==================== block 1
Figure 1. Cell area per tile (block 1).
Bar = 20 µm. 12 x 15 tiles, from white (low) to dark blue (high), 0 to 100% covered.
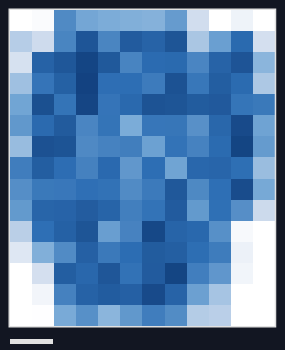

--- config.mk ---
export PLATFORM = sky130hd
export DESIGN_NAME = stereo_frame_gen
export DESIGN_NICKNAME = d
export VERILOG_FILES = /design/src/rtl/stereo_frame_gen.sv
export SDC_FILE = /design/constraint.sdc
export NUM_CORES = 1
export LEC_CHECK = 0
export CAP_MARGIN = 15
export CORE_ASPECT_RATIO = 1.2
export CORE_MARGIN = 2
export CORE_UTILIZATION = 58
export DETAILED_ROUTE_END_ITERATION = 8
export GPL_TIMING_DRIVEN = 0
export PLACE_DENSITY = 0.76
export SYNTH_ARGS = -nofsm -noshare
export SYNTH_HDL_FRONTEND = slang
export SYNTH_SLANG_ARGS = --single-unit
--- constraint.sdc ---
create_clock -name pxclk -period 9.6 [get_ports pxclk]
set_input_delay 2.4 -clock pxclk [delete_from_list [all_inputs] [get_ports pxclk]]
set_output_delay 2.4 -clock pxclk [all_outputs]
set_load 0.005 [all_outputs]
--- src/rtl/stereo_frame_gen.sv ---
// Synthetic stereo source: Vsync/Href timing plus left/right gray patterns,
// with the right image equal to the left image shifted by a latched disparity.
module stereo_frame_gen #(
  parameter int PIXEL_DEPTH     = 15,
  parameter int PX_CNT_DEPTH    = 8,
  parameter int LINE_CNT_DEPTH  = 9,
  parameter int PIXELS_PER_LINE = 449,
  parameter int LINES_PER_FRAME = 374,
  parameter int HBLANK          = 39,
  parameter int VSYNC_LINES     = 2,
  parameter int VBLANK_LINES    = 1,
  parameter int DISPARITY_DEPTH = 6
) (
  input  logic                      pxclk,
  input  logic                      reset_n,
  input  logic                      iRun,
  input  logic [1:0]                iMode,
  input  logic [DISPARITY_DEPTH:0]  iDisparity,
  output logic [PIXEL_DEPTH:0]      oGrayL,
  output logic [PIXEL_DEPTH:0]      oGrayR,
  output logic                      oHref,
  output logic                      oVsync,
  output logic [PX_CNT_DEPTH:0]     oPxCount,
  output logic [LINE_CNT_DEPTH:0]   oLineCount,
  output logic                      oBusy,
  output logic                      oFrameDone
);
  localparam int P  = PIXELS_PER_LINE + HBLANK + 2;
  localparam int HW = $clog2(P);
  localparam int XW = PX_CNT_DEPTH + 1;
  localparam int YW = LINE_CNT_DEPTH + 1;
  localparam int PW = PIXEL_DEPTH + 1;

  typedef enum logic [1:0] {IDLE, VSYNC, VBLANK, ACTIVE} state_t;

  state_t                 state, state_nx;
  logic [HW-1:0]          h, h_nx;
  logic [YW-1:0]          ln, ln_nx;
  logic [1:0]             mode;
  logic [DISPARITY_DEPTH:0] disp;
  logic                   latch, line_end, act, r_ok;
  logic [XW-1:0]          x;
  logic [XW:0]            xs;

  function automatic logic [PW-1:0] pix(input logic [1:0] m, input logic [XW-1:0] px,
                                        input logic [YW-1:0] py);
    logic [31:0] r;
    case (m)
      2'd0:    r = (32'(py) << XW) | 32'(px);
      2'd1:    r = ((32'(px) + 32'd1) * 32'h9E37) ^ (32'(py) * 32'h7F4A);
      2'd2:    r = px[3] ? '1 : '0;
      default: r = 32'(1) << PIXEL_DEPTH;
    endcase
    return r[PW-1:0];
  endfunction

  assign line_end = (h == HW'(P - 1));

  // ln counts line periods within the current phase; in ACTIVE it is y.
  always_comb begin
    state_nx = state;
    h_nx     = h;
    ln_nx    = ln;
    latch    = 1'b0;
    case (state)
      IDLE: if (iRun) begin
        state_nx = VSYNC;
        h_nx     = '0;
        ln_nx    = '0;
        latch    = 1'b1;
      end
      default: begin
        h_nx = line_end ? '0 : h + 1'b1;
        if (line_end) begin
          ln_nx = ln + 1'b1;
          case (state)
            VSYNC:  if (ln == YW'(VSYNC_LINES))  begin state_nx = VBLANK; ln_nx = '0; end
            VBLANK: if (ln == YW'(VBLANK_LINES)) begin state_nx = ACTIVE; ln_nx = '0; end
            ACTIVE: if (ln == YW'(LINES_PER_FRAME)) begin
              ln_nx    = '0;
              state_nx = iRun ? VSYNC : IDLE;
              latch    = iRun;
            end
            default: ;
          endcase
        end
      end
    endcase
  end

  assign act  = (state == ACTIVE) && (h <= HW'(PIXELS_PER_LINE));
  assign x    = XW'(h);
  // One extra bit so x+D never wraps back into the active range.
  assign xs   = {1'b0, x} + (XW+1)'(disp);
  assign r_ok = (xs <= (XW+1)'(PIXELS_PER_LINE));

  always_ff @(posedge pxclk or negedge reset_n) begin
    if (!reset_n) begin
      state      <= IDLE;
      h          <= '0;
      ln         <= '0;
      mode       <= '0;
      disp       <= '0;
      oGrayL     <= '0;
      oGrayR     <= '0;
      oHref      <= 1'b0;
      oVsync     <= 1'b0;
      oPxCount   <= '0;
      oLineCount <= '0;
      oBusy      <= 1'b0;
      oFrameDone <= 1'b0;
    end else begin
      state <= state_nx;
      h     <= h_nx;
      ln    <= ln_nx;
      if (latch) begin
        mode <= iMode;
        disp <= iDisparity;
      end
      oVsync     <= (state == VSYNC);
      oHref      <= act;
      oPxCount   <= act ? x : '0;
      oLineCount <= act ? ln : '0;
      oGrayL     <= act ? pix(mode, x, ln) : '0;
      oGrayR     <= (act && r_ok) ? pix(mode, xs[XW-1:0], ln) : '0;
      oBusy      <= (state != IDLE);
      oFrameDone <= (state == ACTIVE) && (h == HW'(PIXELS_PER_LINE + 1)) &&
                    (ln == YW'(LINES_PER_FRAME));
    end
  end
endmodule

==================== block 2
$ cat src/rtl/ifetch_pfb_pkg.sv
`default_nettype none
// ============================================================================
// ifetch_pfb_pkg : shared types and constants for the instruction prefetch buffer
// Revision: 1.0
// ============================================================================
package ifetch_pfb_pkg;

  localparam int unsigned XLEN            = 32;
  localparam logic [1:0]  FETCH_SIZE_WORD = 2'd2;

  typedef logic [XLEN-1:0] word_t;

  typedef struct packed {
    word_t pc;
    word_t data;
  } pfb_entry_t;

  function automatic word_t word_align(input word_t addr);
    return {addr[XLEN-1:2], 2'b00};
  endfunction

endpackage
`default_nettype wire

$ cat src/rtl/ifetch_pfb_if.sv
`default_nettype none
// ============================================================================
// ifetch_pfb_if : core-side fetch port and ROM-side bus bundles
// Revision: 1.0
// ============================================================================
interface ifetch_pfb_core_if;
  import ifetch_pfb_pkg::*;

  logic  redirect;
  word_t redirect_pc;
  logic  instr_valid;
  logic  instr_ready;
  word_t instr_data;
  word_t instr_pc;

  modport master (
    output redirect, redirect_pc, instr_ready,
    input  instr_valid, instr_data, instr_pc
  );

  modport slave (
    input  redirect, redirect_pc, instr_ready,
    output instr_valid, instr_data, instr_pc
  );
endinterface

interface ifetch_pfb_mem_if;
  import ifetch_pfb_pkg::*;

  logic       mem_valid;
  word_t      mem_addr;
  logic       mem_write;
  logic [1:0] mem_size;
  word_t      mem_wdata;
  logic       mem_ready;
  word_t      mem_rdata;

  modport master (
    output mem_valid, mem_addr, mem_write, mem_size, mem_wdata,
    input  mem_ready, mem_rdata
  );

  modport slave (
    input  mem_valid, mem_addr, mem_write, mem_size, mem_wdata,
    output mem_ready, mem_rdata
  );
endinterface
`default_nettype wire

$ cat src/rtl/ifetch_pfb_fifo.sv
`default_nettype none
// ============================================================================
// pfb_fifo : synchronous {pc,data} FIFO with flush; head is zero when empty
// Revision: 1.0
// ============================================================================
module pfb_fifo
  import ifetch_pfb_pkg::*;
#(
  parameter int unsigned DEPTH = 4,
  parameter int unsigned CW    = $clog2(DEPTH) + 1
) (
  input  wire logic          clk,
  input  wire logic          rst,
  input  wire logic          flush_i,
  input  wire logic          push_i,
  input  wire pfb_entry_t    push_entry_i,
  input  wire logic          pop_i,
  output logic [CW-1:0]      count_o,
  output logic               valid_o,
  output pfb_entry_t         head_o
);

  localparam int unsigned AW = $clog2(DEPTH);

  pfb_entry_t    mem_q [DEPTH];
  logic [AW-1:0] wr_ptr_q;
  logic [AW-1:0] rd_ptr_q;
  logic [CW-1:0] count_q;
  logic          do_push;
  logic          do_pop;

  // A pop in the flush cycle still completes; only the push is discarded.
  assign do_pop  = pop_i & (count_q != '0);
  assign do_push = push_i & ~flush_i;

  always_ff @(posedge clk) begin
    if (rst || flush_i) begin
      wr_ptr_q <= '0;
      rd_ptr_q <= '0;
      count_q  <= '0;
    end else begin
      if (do_push) wr_ptr_q <= wr_ptr_q + AW'(1);
      if (do_pop)  rd_ptr_q <= rd_ptr_q + AW'(1);
      count_q <= count_q + CW'(do_push) - CW'(do_pop);
    end
  end

  always_ff @(posedge clk) begin
    if (do_push) mem_q[wr_ptr_q] <= push_entry_i;
  end

  assign count_o = count_q;
  assign valid_o = (count_q != '0);
  assign head_o  = valid_o ? mem_q[rd_ptr_q] : '0;

endmodule
`default_nettype wire

$ cat src/rtl/ifetch_pfb.sv
`default_nettype none
// ============================================================================
// ifetch_pfb : sequential instruction prefetch buffer with redirect flush
// Revision: 1.0
// ============================================================================
module ifetch_pfb
  import ifetch_pfb_pkg::*;
#(
  parameter int unsigned DEPTH    = 4,
  parameter logic [31:0] RESET_PC = 32'h0000_0000
) (
  input  wire logic          clk,
  input  wire logic          rst,
  ifetch_pfb_core_if.slave   core,
  ifetch_pfb_mem_if.master   mem
);

  localparam int unsigned CW = $clog2(DEPTH) + 1;

  word_t         fetch_pc_q, fetch_pc_d;
  word_t         tag_pc_q,   tag_pc_d;
  logic          inflight_q, inflight_d;
  logic          drop_q,     drop_d;
  logic [CW-1:0] count;
  logic          fifo_valid;
  logic          issue;
  logic          push;
  logic          pop;
  pfb_entry_t    head;
  pfb_entry_t    push_entry;

  // Credit counts the outstanding request so a response always has a slot.
  assign issue      = ~rst & ((count + CW'(inflight_q)) < CW'(DEPTH));
  assign push       = mem.mem_ready & inflight_q & ~drop_q;
  assign pop        = core.instr_ready & fifo_valid;
  assign push_entry = '{pc: tag_pc_q, data: mem.mem_rdata};

  always_comb begin
    fetch_pc_d = fetch_pc_q;
    tag_pc_d   = tag_pc_q;
    inflight_d = 1'b0;
    drop_d     = 1'b0;
    if (issue) begin
      fetch_pc_d = fetch_pc_q + 32'd4;
      tag_pc_d   = fetch_pc_q;
      inflight_d = 1'b1;
    end
    // Redirect wins: the request issued this cycle still goes out, but its
    // response is never pushed.
    if (core.redirect) begin
      fetch_pc_d = word_align(core.redirect_pc);
      inflight_d = 1'b0;
      drop_d     = 1'b1;
    end
  end

  always_ff @(posedge clk) begin
    if (rst) begin
      fetch_pc_q <= RESET_PC;
      tag_pc_q   <= '0;
      inflight_q <= 1'b0;
      drop_q     <= 1'b0;
    end else begin
      fetch_pc_q <= fetch_pc_d;
      tag_pc_q   <= tag_pc_d;
      inflight_q <= inflight_d;
      drop_q     <= drop_d;
    end
  end

  pfb_fifo #(
    .DEPTH (DEPTH),
    .CW    (CW)
  ) u_fifo (
    .clk          (clk),
    .rst          (rst),
    .flush_i      (core.redirect),
    .push_i       (push),
    .push_entry_i (push_entry),
    .pop_i        (pop),
    .count_o      (count),
    .valid_o      (fifo_valid),
    .head_o       (head)
  );

  assign core.instr_valid = fifo_valid;
  assign core.instr_data  = head.data;
  assign core.instr_pc    = head.pc;

  assign mem.mem_valid = issue;
  assign mem.mem_addr  = fetch_pc_q;
  assign mem.mem_write = 1'b0;
  assign mem.mem_size  = FETCH_SIZE_WORD;
  assign mem.mem_wdata = '0;

endmodule
`default_nettype wire

$ cat src/flat_wrapper.sv
// flat-port wrapper written by rule: the top's interface ports become plain ports
module ifetch_pfb_flat import ifetch_pfb_pkg::*;
#(
  parameter int unsigned DEPTH    = 4,
  parameter logic [31:0] RESET_PC = 32'h0000_0000
)
  (clk, rst, core_redirect, core_redirect_pc, core_instr_ready, core_instr_valid, core_instr_data, core_instr_pc, mem_mem_valid, mem_mem_addr, mem_mem_write, mem_mem_size, mem_mem_wdata, mem_mem_ready, mem_mem_rdata);
  ifetch_pfb_core_if core_i ();
  ifetch_pfb_mem_if mem_i ();
  input  wire logic clk;
  input  wire logic rst;
  input wire logic [$bits(core_i.redirect)-1:0] core_redirect;
  input wire logic [$bits(core_i.redirect_pc)-1:0] core_redirect_pc;
  input wire logic [$bits(core_i.instr_ready)-1:0] core_instr_ready;
  output wire logic [$bits(core_i.instr_valid)-1:0] core_instr_valid;
  output wire logic [$bits(core_i.instr_data)-1:0] core_instr_data;
  output wire logic [$bits(core_i.instr_pc)-1:0] core_instr_pc;
  output wire logic [$bits(mem_i.mem_valid)-1:0] mem_mem_valid;
  output wire logic [$bits(mem_i.mem_addr)-1:0] mem_mem_addr;
  output wire logic [$bits(mem_i.mem_write)-1:0] mem_mem_write;
  output wire logic [$bits(mem_i.mem_size)-1:0] mem_mem_size;
  output wire logic [$bits(mem_i.mem_wdata)-1:0] mem_mem_wdata;
  input wire logic [$bits(mem_i.mem_ready)-1:0] mem_mem_ready;
  input wire logic [$bits(mem_i.mem_rdata)-1:0] mem_mem_rdata;
  assign core_i.redirect = core_redirect;
  assign core_i.redirect_pc = core_redirect_pc;
  assign core_i.instr_ready = core_instr_ready;
  assign core_instr_valid = core_i.instr_valid;
  assign core_instr_data = core_i.instr_data;
  assign core_instr_pc = core_i.instr_pc;
  assign mem_mem_valid = mem_i.mem_valid;
  assign mem_mem_addr = mem_i.mem_addr;
  assign mem_mem_write = mem_i.mem_write;
  assign mem_mem_size = mem_i.mem_size;
  assign mem_mem_wdata = mem_i.mem_wdata;
  assign mem_i.mem_ready = mem_mem_ready;
  assign mem_i.mem_rdata = mem_mem_rdata;
  ifetch_pfb #(.DEPTH(DEPTH), .RESET_PC(RESET_PC)) u_core (.clk(clk), .rst(rst), .core(core_i), .mem(mem_i));
endmodule
$ cat config.mk
export PLATFORM = sky130hd
export DESIGN_NAME = ifetch_pfb_flat
export DESIGN_NICKNAME = d
export VERILOG_FILES = /design/src/rtl/ifetch_pfb_pkg.sv /design/src/rtl/ifetch_pfb_if.sv /design/src/rtl/ifetch_pfb_fifo.sv /design/src/rtl/ifetch_pfb.sv /design/src/flat_wrapper.sv
export SDC_FILE = /design/constraint.sdc
export NUM_CORES = 1
export LEC_CHECK = 0
export ABC_CLOCK_PERIOD_IN_PS = 4000
export CORE_MARGIN = 4
export CORE_UTILIZATION = 40
export DETAILED_ROUTE_END_ITERATION = 8
export GPL_TIMING_DRIVEN = 0
export PLACE_DENSITY = 0.65
export SLEW_MARGIN = 40
export SYNTH_ARGS = -nofsm -noshare
export SYNTH_HDL_FRONTEND = slang
export SYNTH_HIERARCHICAL = 1
export SYNTH_SLANG_ARGS = --single-unit
$ cat constraint.sdc
create_clock -name clk -period 4 [get_ports clk]
set_input_delay 0.8 -clock clk [delete_from_list [all_inputs] [get_ports clk]]
set_output_delay 0.8 -clock clk [all_outputs]
set_load 0.02 [all_outputs]
Figure 2. Nets reached from selected ports (block 1).
Bar = 20 µm.
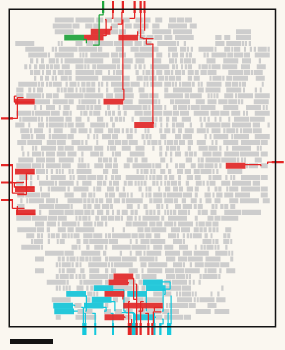
| port | colour | bits | direction | edge | end cells | buffers | wire |
|---|---|---|---|---|---|---|---|
| oGrayL | red | 16 | output | 6 bottom, 5 top, 4 left, 1 right | 16 | 16 | 350 µm |
| oBusy | green | 1 | output | top | 1 | 1 | 23.8 µm |
| oLineCount | cyan | 10 | output | bottom | 10 | 10 | 148 µm |

About Figure 1:
emptiest ninth of the die: lower right
nearly empty tiles: 7.8%
mean over tiles: 60%
fullest tile: 93%
tiles over 75% full: 37%

==> run notes, block 1 <==
Results of the implementation run.

The post-detailed-route DRC marker count came out at 0. The pin count of the biggest net entering global routing is ~53. The number of violations of the max-capacitance limit came out at 0. The insertion delay at the late pin of the worst-skew pair is about 0.36 ns.

The number of levels in the clock H-tree came out at 3. The wire length on met3 is approximately 1100 µm. The flow ran to the end, and the final reports show no timing, DRC or antenna violations. Looking at the max-slew report, the worst-margin pin has a slew of ~0.8 ns. In this run the vertical extent of the chip is 148 µm. The number of antenna violations at the first check in global routing came out at 0. The cell kind with the greatest summed area is logic gates. The flow measured a signed area growth from synthesis to layout of 12.8%. The layout buffering overhead excluding clock cells is 7.06%. For this run the aggregate overflow at the end of global routing stands at 0. The worst register-to-register path begins at h[1].

There are around 85 flip-flops and latches. The final core utilization came out at about two thirds. The post-synthesis mux area share is under 10%. The number of warnings printed during yosys synthesis came out at 0. The period utilization came out at about four fifths. The initial DRC count came out at a little under 500. According to the finish report, the design has a final net count of approximately 1400. The yosys stat chip area came out at 9950 µm². After routing, the total negative slack on setup checks comes to 0 ns.
Figure 3. Cell area per tile (block 2).
Bar = 50 µm. 19 x 19 tiles, from white (low) to dark blue (high), 0 to 100% covered.
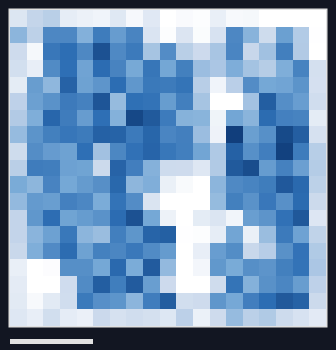
mean over tiles: 45%
fullest tile: 94%
tiles over 75% full: 11%

Figure 4. Register map, names as in the netlist (block 2).
Bar = 50 µm.
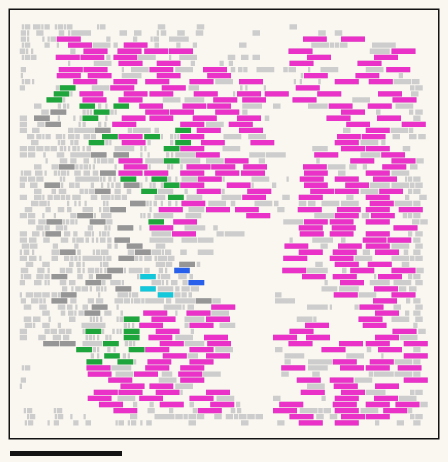
| name in the netlist | colour | placed flops |
|---|---|---|
| u_core/tag_pc_q | green | 30 |
| u_core/u_fifo/count_o | cyan | 3 |
| u_core/u_fifo/rd_ptr_q | blue | 2 |
| u_core/u_fifo/mem_q | magenta | 256 |
not coloured: 36

==> run notes, block 2 <==
Results of the implementation run.

The run finished with clean final reports. The area fraction in and, or, nand and nor cells is 9.71%. The layout report gives the register share of total cell area as a little over half. The post-route minimum period came out at between 3 and 4 ns. The kind of start point of the critical path is a primary input.

The mean cell area of the mapped netlist is ~16 µm². Among logic cells in the layout, the one with the most instances is sky130_fd_sc_hd__edfxtp_1. The worst setup path is captured at a primary output. Synthesis produced a netlist whose cell count is around 850.

The cell count after placement is around 1500. The maximum number of buffers from clock root to sink is 3. The max-slew check reports its worst relative slack as between 40 and 50%. Per the final layout report, the fraction of cells sized above drive strength 1 comes to 17.4%.

Setup violations remaining at the end of the flow were counted as 0. The number of enable flip-flop cells came out at 256. Global routing used ~16% of the available tracks across all layers.

==================== block 3
Figure 5. Register map, names as in the netlist (block 3).
Bar = 20 µm.
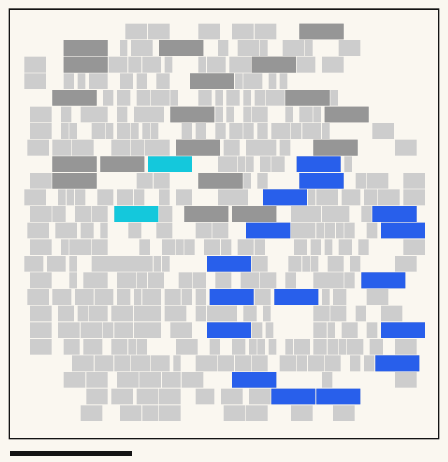

$ cat config.mk
export PLATFORM = sky130hd
export DESIGN_NAME = pipeline_ctrl
export DESIGN_NICKNAME = d
export VERILOG_FILES = /design/src/rtl/pipeline_ctrl.sv
export SDC_FILE = /design/constraint.sdc
export NUM_CORES = 1
export LEC_CHECK = 0
export CAP_MARGIN = 5
export CORE_MARGIN = 2
export CORE_UTILIZATION = 45
export CTS_CLUSTER_DIAMETER = 50
export DETAILED_ROUTE_END_ITERATION = 10
export GPL_ROUTABILITY_DRIVEN = 1
export HOLD_SLACK_MARGIN = 0.03
export PLACE_DENSITY_LB_ADDON = 0.3
export SLEW_MARGIN = 0
export SYNTH_ARGS = -nofsm -noshare
export SYNTH_HDL_FRONTEND = slang
export SYNTH_SLANG_ARGS = --single-unit
$ cat constraint.sdc
create_clock -name CLK -period 2.65 [get_ports CLK]
set_input_delay 0.265 -clock CLK [delete_from_list [all_inputs] [get_ports CLK]]
set_output_delay 0.265 -clock CLK [all_outputs]
set_load 0.02 [all_outputs]
$ cat src/rtl/pipeline_ctrl.sv
// Pipeline hazard controller: per-latch enables/flushes for a 5-stage core.
// Handles memory/fetch waits, MEM-stage redirects, load-use bubbles and halt,
// and keeps saturating stall/flush performance counters.
module pipeline_ctrl (
  input  logic        CLK,
  input  logic        RST,
  input  logic        ihit,
  input  logic        dhit,
  input  logic        dmemr_mem,
  input  logic        dmemw_mem,
  input  logic        branch_mem,
  input  logic        zero_mem,
  input  logic        jal_mem,
  input  logic        jalr_mem,
  input  logic        halt_mem,
  input  logic        dmemr_exe,
  input  logic [4:0]  rd_exe,
  input  logic [4:0]  rs1_dec,
  input  logic [4:0]  rs2_dec,
  output logic        pc_en,
  output logic        ifid_en,
  output logic        idex_en,
  output logic        exmem_en,
  output logic        memwb_en,
  output logic        ifid_flush,
  output logic        idex_flush,
  output logic        exmem_flush,
  output logic        pc_redirect,
  output logic        dmem_clr,
  output logic        halted,
  output logic [15:0] stall_cnt,
  output logic [15:0] flush_cnt
);

  typedef enum logic [1:0] {RUN, MEMWAIT, HALT} state_t;

  state_t state;
  logic   mem_done;   // data access already completed while the pipe was held

  logic mem_req, advance, taken, loaduse;
  logic active, halt_go, redirect, bubble, stall_evt;

  assign mem_req  = (dmemr_mem | dmemw_mem) & ~mem_done;
  assign advance  = ihit & (~mem_req | dhit);
  assign taken    = (branch_mem & zero_mem) | jal_mem | jalr_mem;
  assign loaduse  = dmemr_exe & (rd_exe != 5'd0) &
                    ((rd_exe == rs1_dec) | (rd_exe == rs2_dec));

  // Priority: halt > wait > redirect > load-use
  assign active    = ~RST & (state != HALT);
  assign halt_go   = active & advance & halt_mem;
  assign redirect  = active & advance & ~halt_mem & taken;
  assign bubble    = active & advance & ~halt_mem & ~taken & loaduse;
  assign stall_evt = active & (~advance | bubble);

  // Zero-latency enable/flush decode from state and current inputs
  always_comb begin
    pc_en       = 1'b0;
    ifid_en     = 1'b0;
    idex_en     = 1'b0;
    exmem_en    = 1'b0;
    memwb_en    = 1'b0;
    ifid_flush  = 1'b0;
    idex_flush  = 1'b0;
    exmem_flush = 1'b0;
    pc_redirect = 1'b0;
    dmem_clr    = 1'b0;
    if (active) begin
      // data finished but pipe can't move: drop the request so it isn't replayed
      dmem_clr = dhit & ~advance;
      if (advance) begin
        if (halt_mem) begin
          memwb_en = 1'b1;
        end else if (taken) begin
          {pc_en, ifid_en, idex_en, exmem_en, memwb_en} = 5'b11111;
          {ifid_flush, idex_flush, exmem_flush}         = 3'b111;
          pc_redirect = 1'b1;
        end else if (loaduse) begin
          {idex_en, exmem_en, memwb_en} = 3'b111;
          idex_flush = 1'b1;
        end else begin
          {pc_en, ifid_en, idex_en, exmem_en, memwb_en} = 5'b11111;
        end
      end
    end
  end

  // State, completion flag, halt flag and saturating counters
  always_ff @(posedge CLK) begin
    if (RST) begin
      state     <= RUN;
      mem_done  <= 1'b0;
      halted    <= 1'b0;
      stall_cnt <= 16'd0;
      flush_cnt <= 16'd0;
    end else begin
      if (state != HALT) begin
        if (advance)   mem_done <= 1'b0;
        else if (dhit) mem_done <= 1'b1;
      end
      case (state)
        RUN: begin
          if (halt_go)               state <= HALT;
          else if (mem_req & ~dhit)  state <= MEMWAIT;
        end
        MEMWAIT: begin
          if (halt_go)      state <= HALT;
          else if (advance) state <= RUN;
        end
        HALT:    state <= HALT;
        default: state <= RUN;
      endcase
      if (halt_go) halted <= 1'b1;
      if (stall_evt && stall_cnt != 16'hFFFF) stall_cnt <= stall_cnt + 16'd1;
      if (redirect  && flush_cnt != 16'hFFFF) flush_cnt <= flush_cnt + 16'd1;
    end
  end

endmodule
==================== block 4
`src/rtl/tpu_pkg.sv`:
```
// Shared types and constants for the TPU weight-path blocks.
`default_nettype none

package tpu_pkg;

  localparam int WMEM_DEPTH  = 16;
  localparam int WMEM_TILE   = 4;
  localparam int WMEM_ADDR_W = 13;
  localparam int DATA_W      = 8;

  typedef enum logic [2:0] {
    ST_IDLE   = 3'd0,
    ST_FETCH  = 3'd1,
    ST_LOAD   = 3'd2,
    ST_SETTLE = 3'd3,
    ST_DONE   = 3'd4
  } ctrl_state_t;

endpackage

`default_nettype wire

```
`src/rtl/wl_cmd_check.sv`:
```
// Legality and collision decode for weight_load_ctrl host commands.
`default_nettype none

module wl_cmd_check
  import tpu_pkg::*;
#(
  parameter int DEPTH  = WMEM_DEPTH,
  parameter int TILE   = WMEM_TILE,
  parameter int ADDR_W = WMEM_ADDR_W
) (
  input  logic              idle,
  input  logic              cmd_fetch,
  input  logic [4:0]        fetch_len,
  input  logic              cmd_load,
  input  logic [ADDR_W-1:0] load_addr,
  output logic              take_fetch,
  output logic              take_load,
  output logic              reject
);

  localparam logic [4:0]      LEN_MAX  = 5'(DEPTH);
  localparam logic [ADDR_W:0] TILE_EXT = (ADDR_W + 1)'(TILE);
  localparam logic [ADDR_W:0] ADDR_TOP = (ADDR_W + 1)'(DEPTH);

  logic fetch_ok;
  logic load_ok;

  // Extra bit on the sum keeps large addresses from wrapping into range.
  assign fetch_ok = (fetch_len <= LEN_MAX);
  assign load_ok  = (({1'b0, load_addr} + TILE_EXT) <= ADDR_TOP);

  // Fetch wins a collision; the load is dropped and flagged.
  assign take_fetch = idle && cmd_fetch && fetch_ok;
  assign take_load  = idle && cmd_load && !cmd_fetch && load_ok;

  assign reject = (!idle && (cmd_fetch || cmd_load))
               || (idle && cmd_fetch && !fetch_ok)
               || (idle && cmd_fetch && cmd_load)
               || (idle && cmd_load && !cmd_fetch && !load_ok);

endmodule

`default_nettype wire

```
`src/rtl/weight_load_ctrl.sv`:
```
// Host-to-weight-memory fetch sequencer and tile-load pulser for the 2x2 array.
`default_nettype none

module weight_load_ctrl
  import tpu_pkg::*;
#(
  parameter int DATA_W = tpu_pkg::DATA_W,
  parameter int DEPTH  = WMEM_DEPTH,
  parameter int TILE   = WMEM_TILE,
  parameter int ADDR_W = WMEM_ADDR_W
) (
  input  logic              clk,
  input  logic              reset,
  input  logic              cmd_fetch,
  input  logic [4:0]        fetch_len,
  input  logic              cmd_load,
  input  logic [ADDR_W-1:0] load_addr,
  input  logic              host_valid,
  input  logic [DATA_W-1:0] host_data,
  output logic              host_ready,
  output logic              mem_we,
  output logic [3:0]        mem_waddr,
  output logic [DATA_W-1:0] mem_wdata,
  output logic              mem_load,
  output logic [ADDR_W-1:0] mem_addr,
  output logic              busy,
  output logic              done,
  output logic              error
);

  ctrl_state_t state;
  ctrl_state_t state_nx;

  logic [4:0] len;
  logic [4:0] ptr;
  logic [4:0] ptr_inc;
  logic       accept;
  logic       take_fetch;
  logic       take_load;
  logic       reject;

  wl_cmd_check #(
    .DEPTH  (DEPTH),
    .TILE   (TILE),
    .ADDR_W (ADDR_W)
  ) u_cmd_check (
    .idle       (state == ST_IDLE),
    .cmd_fetch  (cmd_fetch),
    .fetch_len  (fetch_len),
    .cmd_load   (cmd_load),
    .load_addr  (load_addr),
    .take_fetch (take_fetch),
    .take_load  (take_load),
    .reject     (reject)
  );

  assign host_ready = (state == ST_FETCH);
  assign busy       = (state != ST_IDLE);
  assign accept     = host_ready && host_valid;
  assign ptr_inc    = ptr + 5'd1;

  always_ff @(posedge clk or posedge reset) begin
    if (reset) begin
      state <= ST_IDLE;
    end else begin
      state <= state_nx;
    end
  end

  always_comb begin
    state_nx = state;
    case (state)
      ST_IDLE: begin
        if (take_fetch) begin
          state_nx = (fetch_len == 5'd0) ? ST_DONE : ST_FETCH;
        end else if (take_load) begin
          state_nx = ST_LOAD;
        end
      end
      ST_FETCH: begin
        if (accept && (ptr_inc == len)) begin
          state_nx = ST_DONE;
        end
      end
      ST_LOAD:   state_nx = ST_SETTLE;
      ST_SETTLE: state_nx = ST_DONE;
      ST_DONE:   state_nx = ST_IDLE;
      default:   state_nx = ST_IDLE;
    endcase
  end

  // Strobes are registered off the next-state so they line up with the state they belong to.
  always_ff @(posedge clk or posedge reset) begin
    if (reset) begin
      len       <= '0;
      ptr       <= '0;
      mem_we    <= 1'b0;
      mem_waddr <= '0;
      mem_wdata <= '0;
      mem_load  <= 1'b0;
      mem_addr  <= '0;
      done      <= 1'b0;
      error     <= 1'b0;
    end else begin
      if (take_fetch) begin
        len <= fetch_len;
        ptr <= '0;
      end else if (accept) begin
        ptr <= ptr_inc;
      end

      mem_we <= accept;
      if (accept) begin
        mem_waddr <= ptr[3:0];
        mem_wdata <= host_data;
      end

      mem_load <= take_load;
      if (take_load) begin
        mem_addr <= load_addr;
      end

      done  <= (state_nx == ST_DONE);
      error <= reject;
    end
  end

endmodule

`default_nettype wire

```
`config.mk`:
```
export PLATFORM = sky130hd
export DESIGN_NAME = weight_load_ctrl
export DESIGN_NICKNAME = d
export VERILOG_FILES = /design/src/rtl/tpu_pkg.sv /design/src/rtl/wl_cmd_check.sv /design/src/rtl/weight_load_ctrl.sv
export SDC_FILE = /design/constraint.sdc
export NUM_CORES = 1
export LEC_CHECK = 0
export ABC_AREA = 1
export CORE_MARGIN = 3
export CORE_UTILIZATION = 45
export DETAILED_ROUTE_END_ITERATION = 8
export PLACE_DENSITY = 0.87
export SYNTH_ARGS = -nofsm -noshare
export SYNTH_HDL_FRONTEND = slang
export SYNTH_SLANG_ARGS = --single-unit
```
`constraint.sdc`:
```
create_clock -name clk -period 1.9 [get_ports clk]
set_input_delay 0.38 -clock clk [delete_from_list [all_inputs] [get_ports clk]]
set_output_delay 0.38 -clock clk [all_outputs]
set_load 0.01 [all_outputs]
```
==================== block 5
===== src/rtl/adc_pkg.sv =====
`default_nettype none
// ============================================================================
//  Module      : adc_pkg
//  Description : Shared constants and state encodings for the serial ADC
//                responder (MCP3008-style device end of the link).
//  Revision    : 1.0 - initial release
// ============================================================================
package adc_pkg;

    // Command word after the start bit: SGL/DIFF, D2, D1, D0
    localparam int CMD_BITS   = 4;
    // Default sample width and channel count of the modelled converter
    localparam int ADC_DATA_W = 10;
    localparam int ADC_NUM_CH = 8;

    // Conversion state machine encodings
    localparam int STATE_W = 3;
    typedef logic [STATE_W-1:0] adc_state_t;

    localparam adc_state_t S_IDLE       = 3'd0;
    localparam adc_state_t S_WAIT_START = 3'd1;
    localparam adc_state_t S_CMD        = 3'd2;
    localparam adc_state_t S_NULL       = 3'd3;
    localparam adc_state_t S_DATA       = 3'd4;
    localparam adc_state_t S_DONE       = 3'd5;

endpackage : adc_pkg
`default_nettype wire


===== src/rtl/spi_adc_responder_sync_edge_detect.sv =====
`default_nettype none
// ============================================================================
//  Module      : sync_edge_detect
//  Description : Multi-flop synchronizer for one asynchronous input, with
//                one-cycle rise/fall strobes derived from the last two
//                synchronized samples.
//  Revision    : 1.0 - initial release
// ============================================================================
module sync_edge_detect #(
    parameter int   SYNC_STAGES = 2,
    parameter logic RST_VAL     = 1'b0
) (
    input  logic clk,
    input  logic rst,
    input  logic d_i,
    output logic level_o,
    output logic rise_o,
    output logic fall_o
);

    // Fewer than two flops gives no metastability protection, so clamp
    localparam int C_STAGES = (SYNC_STAGES < 2) ? 2 : SYNC_STAGES;

    logic [C_STAGES-1:0] sync_q;
    logic                prev_q;

    // Shift the pin value through the synchronizer chain and keep one
    // extra sample of the synchronized level for edge detection
    always_ff @(posedge clk) begin
        if (rst) begin
            sync_q <= {C_STAGES{RST_VAL}};
            prev_q <= RST_VAL;
        end else begin
            sync_q <= {sync_q[C_STAGES-2:0], d_i};
            prev_q <= sync_q[C_STAGES-1];
        end
    end

    assign level_o = sync_q[C_STAGES-1];
    assign rise_o  =  sync_q[C_STAGES-1] & ~prev_q;
    assign fall_o  = ~sync_q[C_STAGES-1] &  prev_q;

endmodule : sync_edge_detect
`default_nettype wire


===== src/rtl/spi_adc_responder.sv =====
`default_nettype none
// ============================================================================
//  Module      : spi_adc_responder
//  Description : Device end of an MCP3008-style serial ADC link. Decodes the
//                start bit and 4-bit command on din, then returns a null bit
//                followed by a DATA_W-bit channel sample on dout, MSB first.
//                All serial pins are oversampled in the clk domain.
//  Revision    : 1.0 - initial release
// ============================================================================
module spi_adc_responder
    import adc_pkg::*;
#(
    parameter int DATA_W      = ADC_DATA_W,
    parameter int NUM_CH      = ADC_NUM_CH,
    parameter int CH_W        = 3,
    parameter int SYNC_STAGES = 2
) (
    input  logic                     clk,
    input  logic                     rst,
    input  logic                     sclk_i,
    input  logic                     cs_i,
    input  logic                     din_i,
    output logic                     dout_o,
    output logic                     dout_oe_o,
    input  logic [NUM_CH*DATA_W-1:0] ch_data_i,
    output logic [CH_W-1:0]          ch_sel_o,
    output logic                     single_ended_o,
    output logic                     conv_done_o
);

    // The bit counter indexes both the command bits and the data bits
    localparam int C_CNT_W = (DATA_W > CMD_BITS) ? $clog2(DATA_W) : $clog2(CMD_BITS);
    localparam logic [C_CNT_W-1:0] C_CNT_CMD_LAST  = C_CNT_W'(CMD_BITS - 1);
    localparam logic [C_CNT_W-1:0] C_CNT_DATA_LAST = C_CNT_W'(DATA_W - 1);

    // ------------------------------------------------------------------
    // Input conditioning
    // ------------------------------------------------------------------
    logic w_sclk_s, w_sclk_rise, w_sclk_fall;
    logic w_cs_s,   w_cs_rise,   w_cs_fall;
    logic w_din_s,  w_din_rise,  w_din_fall;

    sync_edge_detect #(
        .SYNC_STAGES (SYNC_STAGES),
        .RST_VAL     (1'b0)
    ) u_sync_sclk (
        .clk     (clk),
        .rst     (rst),
        .d_i     (sclk_i),
        .level_o (w_sclk_s),
        .rise_o  (w_sclk_rise),
        .fall_o  (w_sclk_fall)
    );

    // cs resets high so the responder starts deselected
    sync_edge_detect #(
        .SYNC_STAGES (SYNC_STAGES),
        .RST_VAL     (1'b1)
    ) u_sync_cs (
        .clk     (clk),
        .rst     (rst),
        .d_i     (cs_i),
        .level_o (w_cs_s),
        .rise_o  (w_cs_rise),
        .fall_o  (w_cs_fall)
    );

    // din goes through the same depth as sclk so it stays aligned with
    // the sclk edge strobes
    sync_edge_detect #(
        .SYNC_STAGES (SYNC_STAGES),
        .RST_VAL     (1'b0)
    ) u_sync_din (
        .clk     (clk),
        .rst     (rst),
        .d_i     (din_i),
        .level_o (w_din_s),
        .rise_o  (w_din_rise),
        .fall_o  (w_din_fall)
    );

    // Only the sclk strobes and the cs/din levels drive decisions
    logic w_unused_sync;
    assign w_unused_sync = ^{w_sclk_s, w_cs_rise, w_cs_fall, w_din_rise, w_din_fall};

    // ------------------------------------------------------------------
    // Channel unpacking
    // ------------------------------------------------------------------
    logic [DATA_W-1:0] w_ch [NUM_CH];

    for (genvar k = 0; k < NUM_CH; k++) begin : g_ch
        assign w_ch[k] = ch_data_i[k*DATA_W +: DATA_W];
    end

    // ------------------------------------------------------------------
    // Conversion state machine
    // ------------------------------------------------------------------
    adc_state_t          state_q,  state_d;
    logic [C_CNT_W-1:0]  cnt_q,    cnt_d;
    logic [CMD_BITS-1:0] cmd_q,    cmd_d;
    logic [DATA_W-1:0]   shift_q,  shift_d;
    logic                dout_q,   dout_d;
    logic                oe_q,     oe_d;
    logic [CH_W-1:0]     ch_sel_q, ch_sel_d;
    logic                sgl_q,    sgl_d;
    logic                done_q,   done_d;

    // Command register as it will look after the current din is shifted in;
    // on the last command bit this is the complete command word
    logic [CMD_BITS-1:0] w_cmd_next;
    assign w_cmd_next = {cmd_q[CMD_BITS-2:0], w_din_s};

    // Next-state and output decode; a deselect overrides any sclk edge
    always_comb begin
        state_d  = state_q;
        cnt_d    = cnt_q;
        cmd_d    = cmd_q;
        shift_d  = shift_q;
        dout_d   = dout_q;
        oe_d     = oe_q;
        ch_sel_d = ch_sel_q;
        sgl_d    = sgl_q;
        done_d   = 1'b0;

        if (w_cs_s) begin
            state_d = S_IDLE;
            oe_d    = 1'b0;
            dout_d  = 1'b0;
            cnt_d   = '0;
        end else begin
            case (state_q)
                S_IDLE: begin
                    // Selected: start driving dout low while hunting for start
                    oe_d    = 1'b1;
                    dout_d  = 1'b0;
                    state_d = S_WAIT_START;
                end

                S_WAIT_START: begin
                    oe_d   = 1'b1;
                    dout_d = 1'b0;
                    // Leading zeros are skipped; the first 1 is the start bit
                    if (w_sclk_rise && w_din_s) begin
                        cnt_d   = '0;
                        cmd_d   = '0;
                        state_d = S_CMD;
                    end
                end

                S_CMD: begin
                    if (w_sclk_rise) begin
                        cmd_d = w_cmd_next;
                        if (cnt_q == C_CNT_CMD_LAST) begin
                            sgl_d    = w_cmd_next[CMD_BITS-1];
                            ch_sel_d = w_cmd_next[CH_W-1:0];
                            // Snapshot now so later ch_data changes cannot
                            // corrupt the word being returned
                            shift_d  = w_ch[w_cmd_next[CH_W-1:0]];
                            cnt_d    = '0;
                            state_d  = S_NULL;
                        end else begin
                            cnt_d = cnt_q + 1'b1;
                        end
                    end
                end

                S_NULL: begin
                    if (w_sclk_fall) begin
                        dout_d  = 1'b0;
                        cnt_d   = C_CNT_DATA_LAST;
                        state_d = S_DATA;
                    end
                end

                S_DATA: begin
                    if (w_sclk_fall) begin
                        dout_d  = shift_q[DATA_W-1];
                        shift_d = {shift_q[DATA_W-2:0], 1'b0};
                        if (cnt_q == '0) begin
                            done_d  = 1'b1;
                            state_d = S_DONE;
                        end else begin
                            cnt_d = cnt_q - 1'b1;
                        end
                    end
                end

                S_DONE: begin
                    // Idle low until the initiator deselects
                    if (w_sclk_fall) begin
                        dout_d = 1'b0;
                    end
                end

                default: begin
                    state_d = S_IDLE;
                    oe_d    = 1'b0;
                    dout_d  = 1'b0;
                    cnt_d   = '0;
                end
            endcase
        end
    end

    // State and output registers
    always_ff @(posedge clk) begin
        if (rst) begin
            state_q  <= S_IDLE;
            cnt_q    <= '0;
            cmd_q    <= '0;
            shift_q  <= '0;
            dout_q   <= 1'b0;
            oe_q     <= 1'b0;
            ch_sel_q <= '0;
            sgl_q    <= 1'b0;
            done_q   <= 1'b0;
        end else begin
            state_q  <= state_d;
            cnt_q    <= cnt_d;
            cmd_q    <= cmd_d;
            shift_q  <= shift_d;
            dout_q   <= dout_d;
            oe_q     <= oe_d;
            ch_sel_q <= ch_sel_d;
            sgl_q    <= sgl_d;
            done_q   <= done_d;
        end
    end

    assign dout_o         = dout_q;
    assign dout_oe_o      = oe_q;
    assign ch_sel_o       = ch_sel_q;
    assign single_ended_o = sgl_q;
    assign conv_done_o    = done_q;

endmodule : spi_adc_responder
`default_nettype wire


===== config.mk =====
export PLATFORM = sky130hd
export DESIGN_NAME = spi_adc_responder
export DESIGN_NICKNAME = d
export VERILOG_FILES = /design/src/rtl/adc_pkg.sv /design/src/rtl/spi_adc_responder_sync_edge_detect.sv /design/src/rtl/spi_adc_responder.sv
export SDC_FILE = /design/constraint.sdc
export NUM_CORES = 1
export LEC_CHECK = 0
export CAP_MARGIN = 5
export CORE_UTILIZATION = 45
export CTS_BUF_LIST = sky130_fd_sc_hd__clkbuf_4 sky130_fd_sc_hd__clkbuf_8
export DETAILED_ROUTE_END_ITERATION = 7
export GPL_TIMING_DRIVEN = 0
export MAX_ROUTING_LAYER = met4
export PLACE_DENSITY = 0.8
export SLEW_MARGIN = 25
export SYNTH_ARGS = -nofsm -noshare
export SYNTH_HDL_FRONTEND = slang
export SYNTH_HIERARCHICAL = 1
export SYNTH_SLANG_ARGS = --single-unit

===== constraint.sdc =====
create_clock -name clk -period 2.4 [get_ports clk]
set_clock_uncertainty 0.1 [all_clocks]
set_input_delay 0.24 -clock clk [delete_from_list [all_inputs] [get_ports clk]]
set_output_delay 0.24 -clock clk [all_outputs]
set_load 0.02 [all_outputs]

Figure 6. Cell area per tile (block 3).
Bar = 20 µm. 7 x 7 tiles, from white (low) to dark blue (high), 0 to 100% covered.
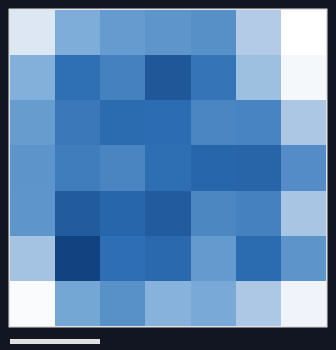
emptiest ninth of the die: upper right
fullest tile: 93%
nearly empty tiles: 2.0%

Figure 7. Floorplan with the power grid (block 3).
Bar = 20 µm. Pins as bars on the die edge. Tap cells in grey.
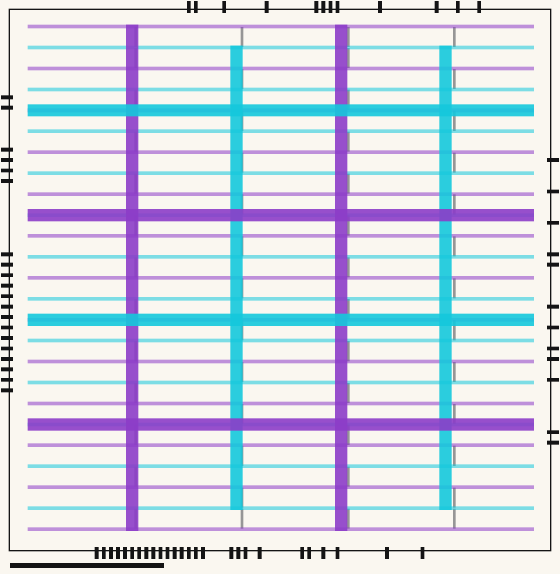
| net | colour |
|---|---|
| VDD | cyan |
| VSS | purple |
met1 rails: 25
met5 straps: 4

About Figure 5:
| name in the netlist | colour | placed flops |
|---|---|---|
| stall_cnt | blue | 16 |
| state | cyan | 2 |

==> run notes, block 3 <==
Results of the implementation run.

The highest fanout seen on the critical path came out at 3. The TritonCTS buffer count is 5. The insertion delay at the late pin of the worst-skew pair came out at around 0.29 ns. In the post-route analysis, the smallest setup slack over all paths is 0.125 ns.

The slowest stage of the critical path belongs to the cell sky130_fd_sc_hd__clkdlybuf4s50_1. The filler cells instantiated in the layout total 384. The reg-to-reg endpoint is stall_cnt[1]. The final-layout clock-cell area share came out at between 3 and 4%. Synthesis produced a netlist with a net count of around 270. During tapcell insertion the tool placed approximately 52 well taps. The number of cells in the finished layout apart from fillers came out at 374.

The post-route minimum period is about 2.5 ns. The overall die width is ~70 µm. The yosys stat chip area is between 1500 and 2000 µm². The final clock skew is about 0.0092 ns. The logic area is approximately 1200 µm².

The number of non-clock buffers is between 80 and 90. For this run, design rule violations remaining after detail routing come to 0. The number of antenna violations at the first check in global routing came out at 0.

In the final report, the number of hold violations comes to 0. The share of post-route cells with drive strength above 1 came out at between 8 and 9%. The largest stage delay on the critical path is 0.62 ns. The count of distinct cell types in the synthesized netlist came out at between 40 and 50. The run finished with clean final reports.

The final antenna diode count came out at 0. The average vias per placed instance is about 5.3. The setup slack on the worst flop-to-flop path is between 0.3 and 0.4 ns. The beginning of the worst hold path is halted. The post-cts repair resize count came out at 2. The post-synth register bit count is 36.

The cell area power density came out at between 400 and 500 nW/µm².
Figure 8. Register map, names as in the netlist (block 5).
Bar = 20 µm.
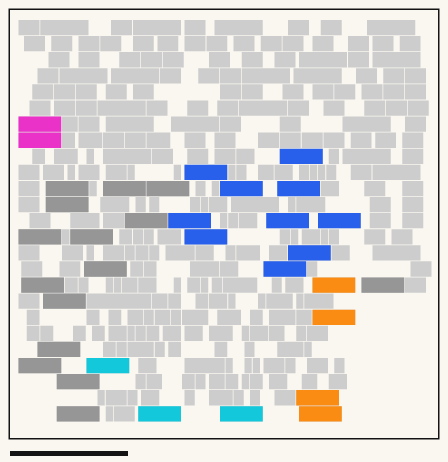
| name in the netlist | colour | placed flops |
|---|---|---|
| state_q | cyan | 3 |
| u_sync_din/sync_q | magenta | 2 |
| cnt_q | orange | 4 |
| shift_q | blue | 10 |
not coloured: 15

==> run notes, block 5 <==
Results of the implementation run.

The clock network power is approximately 0.52 mW. The final setup TNS came out at 0 ns. The weighted congestion at the end of routability-driven global placement came out at 0.839. The number of buffers inserted to repair setup after CTS is 0.

The launching element of the worst setup path is cmd_q[0]. Using the TritonRoute via totals, the vias-per-cell ratio works out to roughly 5.4. The global-route met1 utilization came out at approximately a third. The worst register-to-register path ends at shift_q[6].

In the final layout, excluding clock inverters the inverter count is 4. The cell count after placement is ~370. Among cell families on the critical path, the largest total delay comes from multiplexers.

The post-synthesis net count is about 300. The number of antenna violations at the first check in global routing is 0. The number of warnings the tools reported came out at 28.

The worst endpoint data arrival time is 2.14 ns. The pin count of the biggest net entering global routing came out at 13. The number of sinks on the clock net came out at 34. The post-detailed-route DRC marker count is 0.

Looking at the hold checks, the worst path lands on u_sync_cs/sync_q[1]. The first-pass GRT wire length is roughly 9300 µm. The core footprint is about 4800 µm².

The run finished with clean final reports. The tightest slew margin relative to the limit came out at 50.7%. The repair_antennas step left the layout with diodes totalling 0.

Leaving out fill and tap cells, the most frequent cell in the layout is sky130_fd_sc_hd__clkdlybuf4s50_1.
Figure 9. Register map, names as in the netlist (block 4).
Bar = 20 µm.
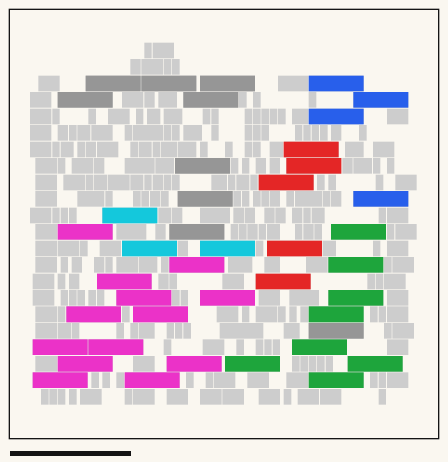
| name in the netlist | colour | placed flops |
|---|---|---|
| ptr | red | 5 |
| mem_addr | magenta | 13 |
| mem_waddr | blue | 4 |
| state | cyan | 3 |
| mem_wdata | green | 8 |

==> run notes, block 4 <==
Results of the implementation run.

The clock-pin slew on the worst setup and hold paths is 0.08 ns. The number of buffers inserted to repair setup after CTS came out at 0. In this run the critical register-to-register path is captured at state[0]. The number of violations of the max-capacitance limit came out at 0. The total global-route track usage is 18.1%. The placed wire-length estimate after detailed placement came out at around 3100 µm. The count of vias placed by the detailed router is 1614. The synthesized design devotes to its leading area cell type between 50% and 60% of total area.

In this run the worst setup path terminates at host_ready. The cell count after placement is 335. On met3, the global router reports a usage of between 7 and 8%. The number of global-route vias before repair was around 1600. In this run, power in the clock network comes to around 0.58 mW. The xor-xnor portion of the synthesized cell area came out at 0%. The area enclosed by the die boundary came out at around 5000 µm². The final setup violation count is 0. The flow ran to the end, and the final reports show no timing, DRC or antenna violations. Across the whole layout, storage elements account for around 1100 µm². The I/O pin total is 62. The final antenna diode count is 0.

The most numerous logic cell after layout is sky130_fd_sc_hd__nand2_1. Per the post-run analysis, buffers plus inverters along the critical path come to 2. The TritonCTS clock tree is done. The timing report lists the critical path depth as 4 cells. Per report_power, the clock group accounts for 19.4% of the total.

The kind of start point of the critical path is a flip-flop. The worst setup path is captured at a primary output. The smallest setup slack after layout is between 0.1 and 0.15 ns.

Per the detailed-route log, wirelength across all metal layers totals around 4100 µm. The timing report attributes the biggest portion of critical-path delay to flip-flops. Leaving out the clock tree, the finished layout contains a buffer count of 67.

Counting distinct cell types in the post-synthesis netlist gives 21. Signal routing reaches up to met4. Per the post-synthesis report, the nets total about 260.

The tightest slew margin relative to the limit came out at between 70% and 80%. The worst path needs between 1.5 and 2 ns of the cycle, external delays included. The final clock skew came out at ~0.0052 ns. Ranked by instance count, the synthesized netlist is headed by sky130_fd_sc_hd__nand2_1, sky130_fd_sc_hd__dfrtp_1, sky130_fd_sc_hd__inv_1, sky130_fd_sc_hd__nor2_1, sky130_fd_sc_hd__nand3_1. The period utilization came out at between 90% and 100%. In the final layout, the share of cells above drive strength 1 is a little over a tenth. The overflow left after global routing came out at 0. The power spent charging and discharging nets came out at between 1 and 1.5 mW. The initial standard-cell utilization of the core is 49.1%. The maximum number of buffers from clock root to sink is 2. The worst-margin pin slew came out at between 0.3 and 0.4 ns.


## Gallery

Nets reached from selected ports.
Plate I
Bar = 20 µm.
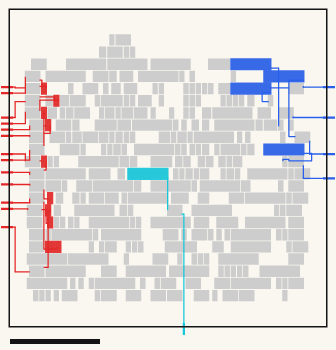
Plate II
Bar = 50 µm.
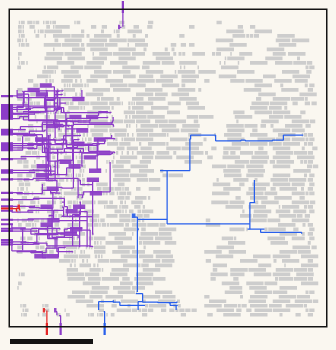
Plate III
Bar = 20 µm.
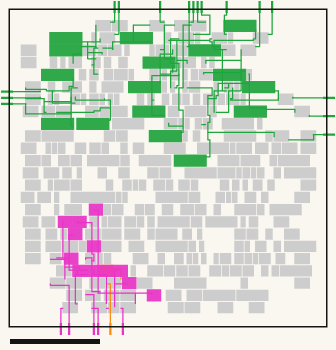
Plate IV
Bar = 20 µm.
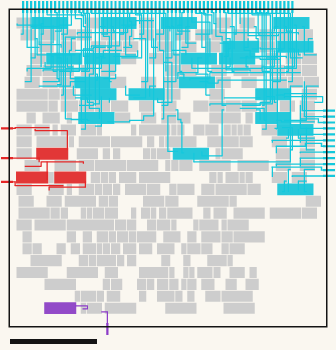
Plate I comes from block 4.
Plate III comes from block 3.
Plate IV comes from block 5.
Plate II comes from block 2.
- most cells: Plate II
- largest die: Plate II

Power is estimated from default activity; no workload was simulated.
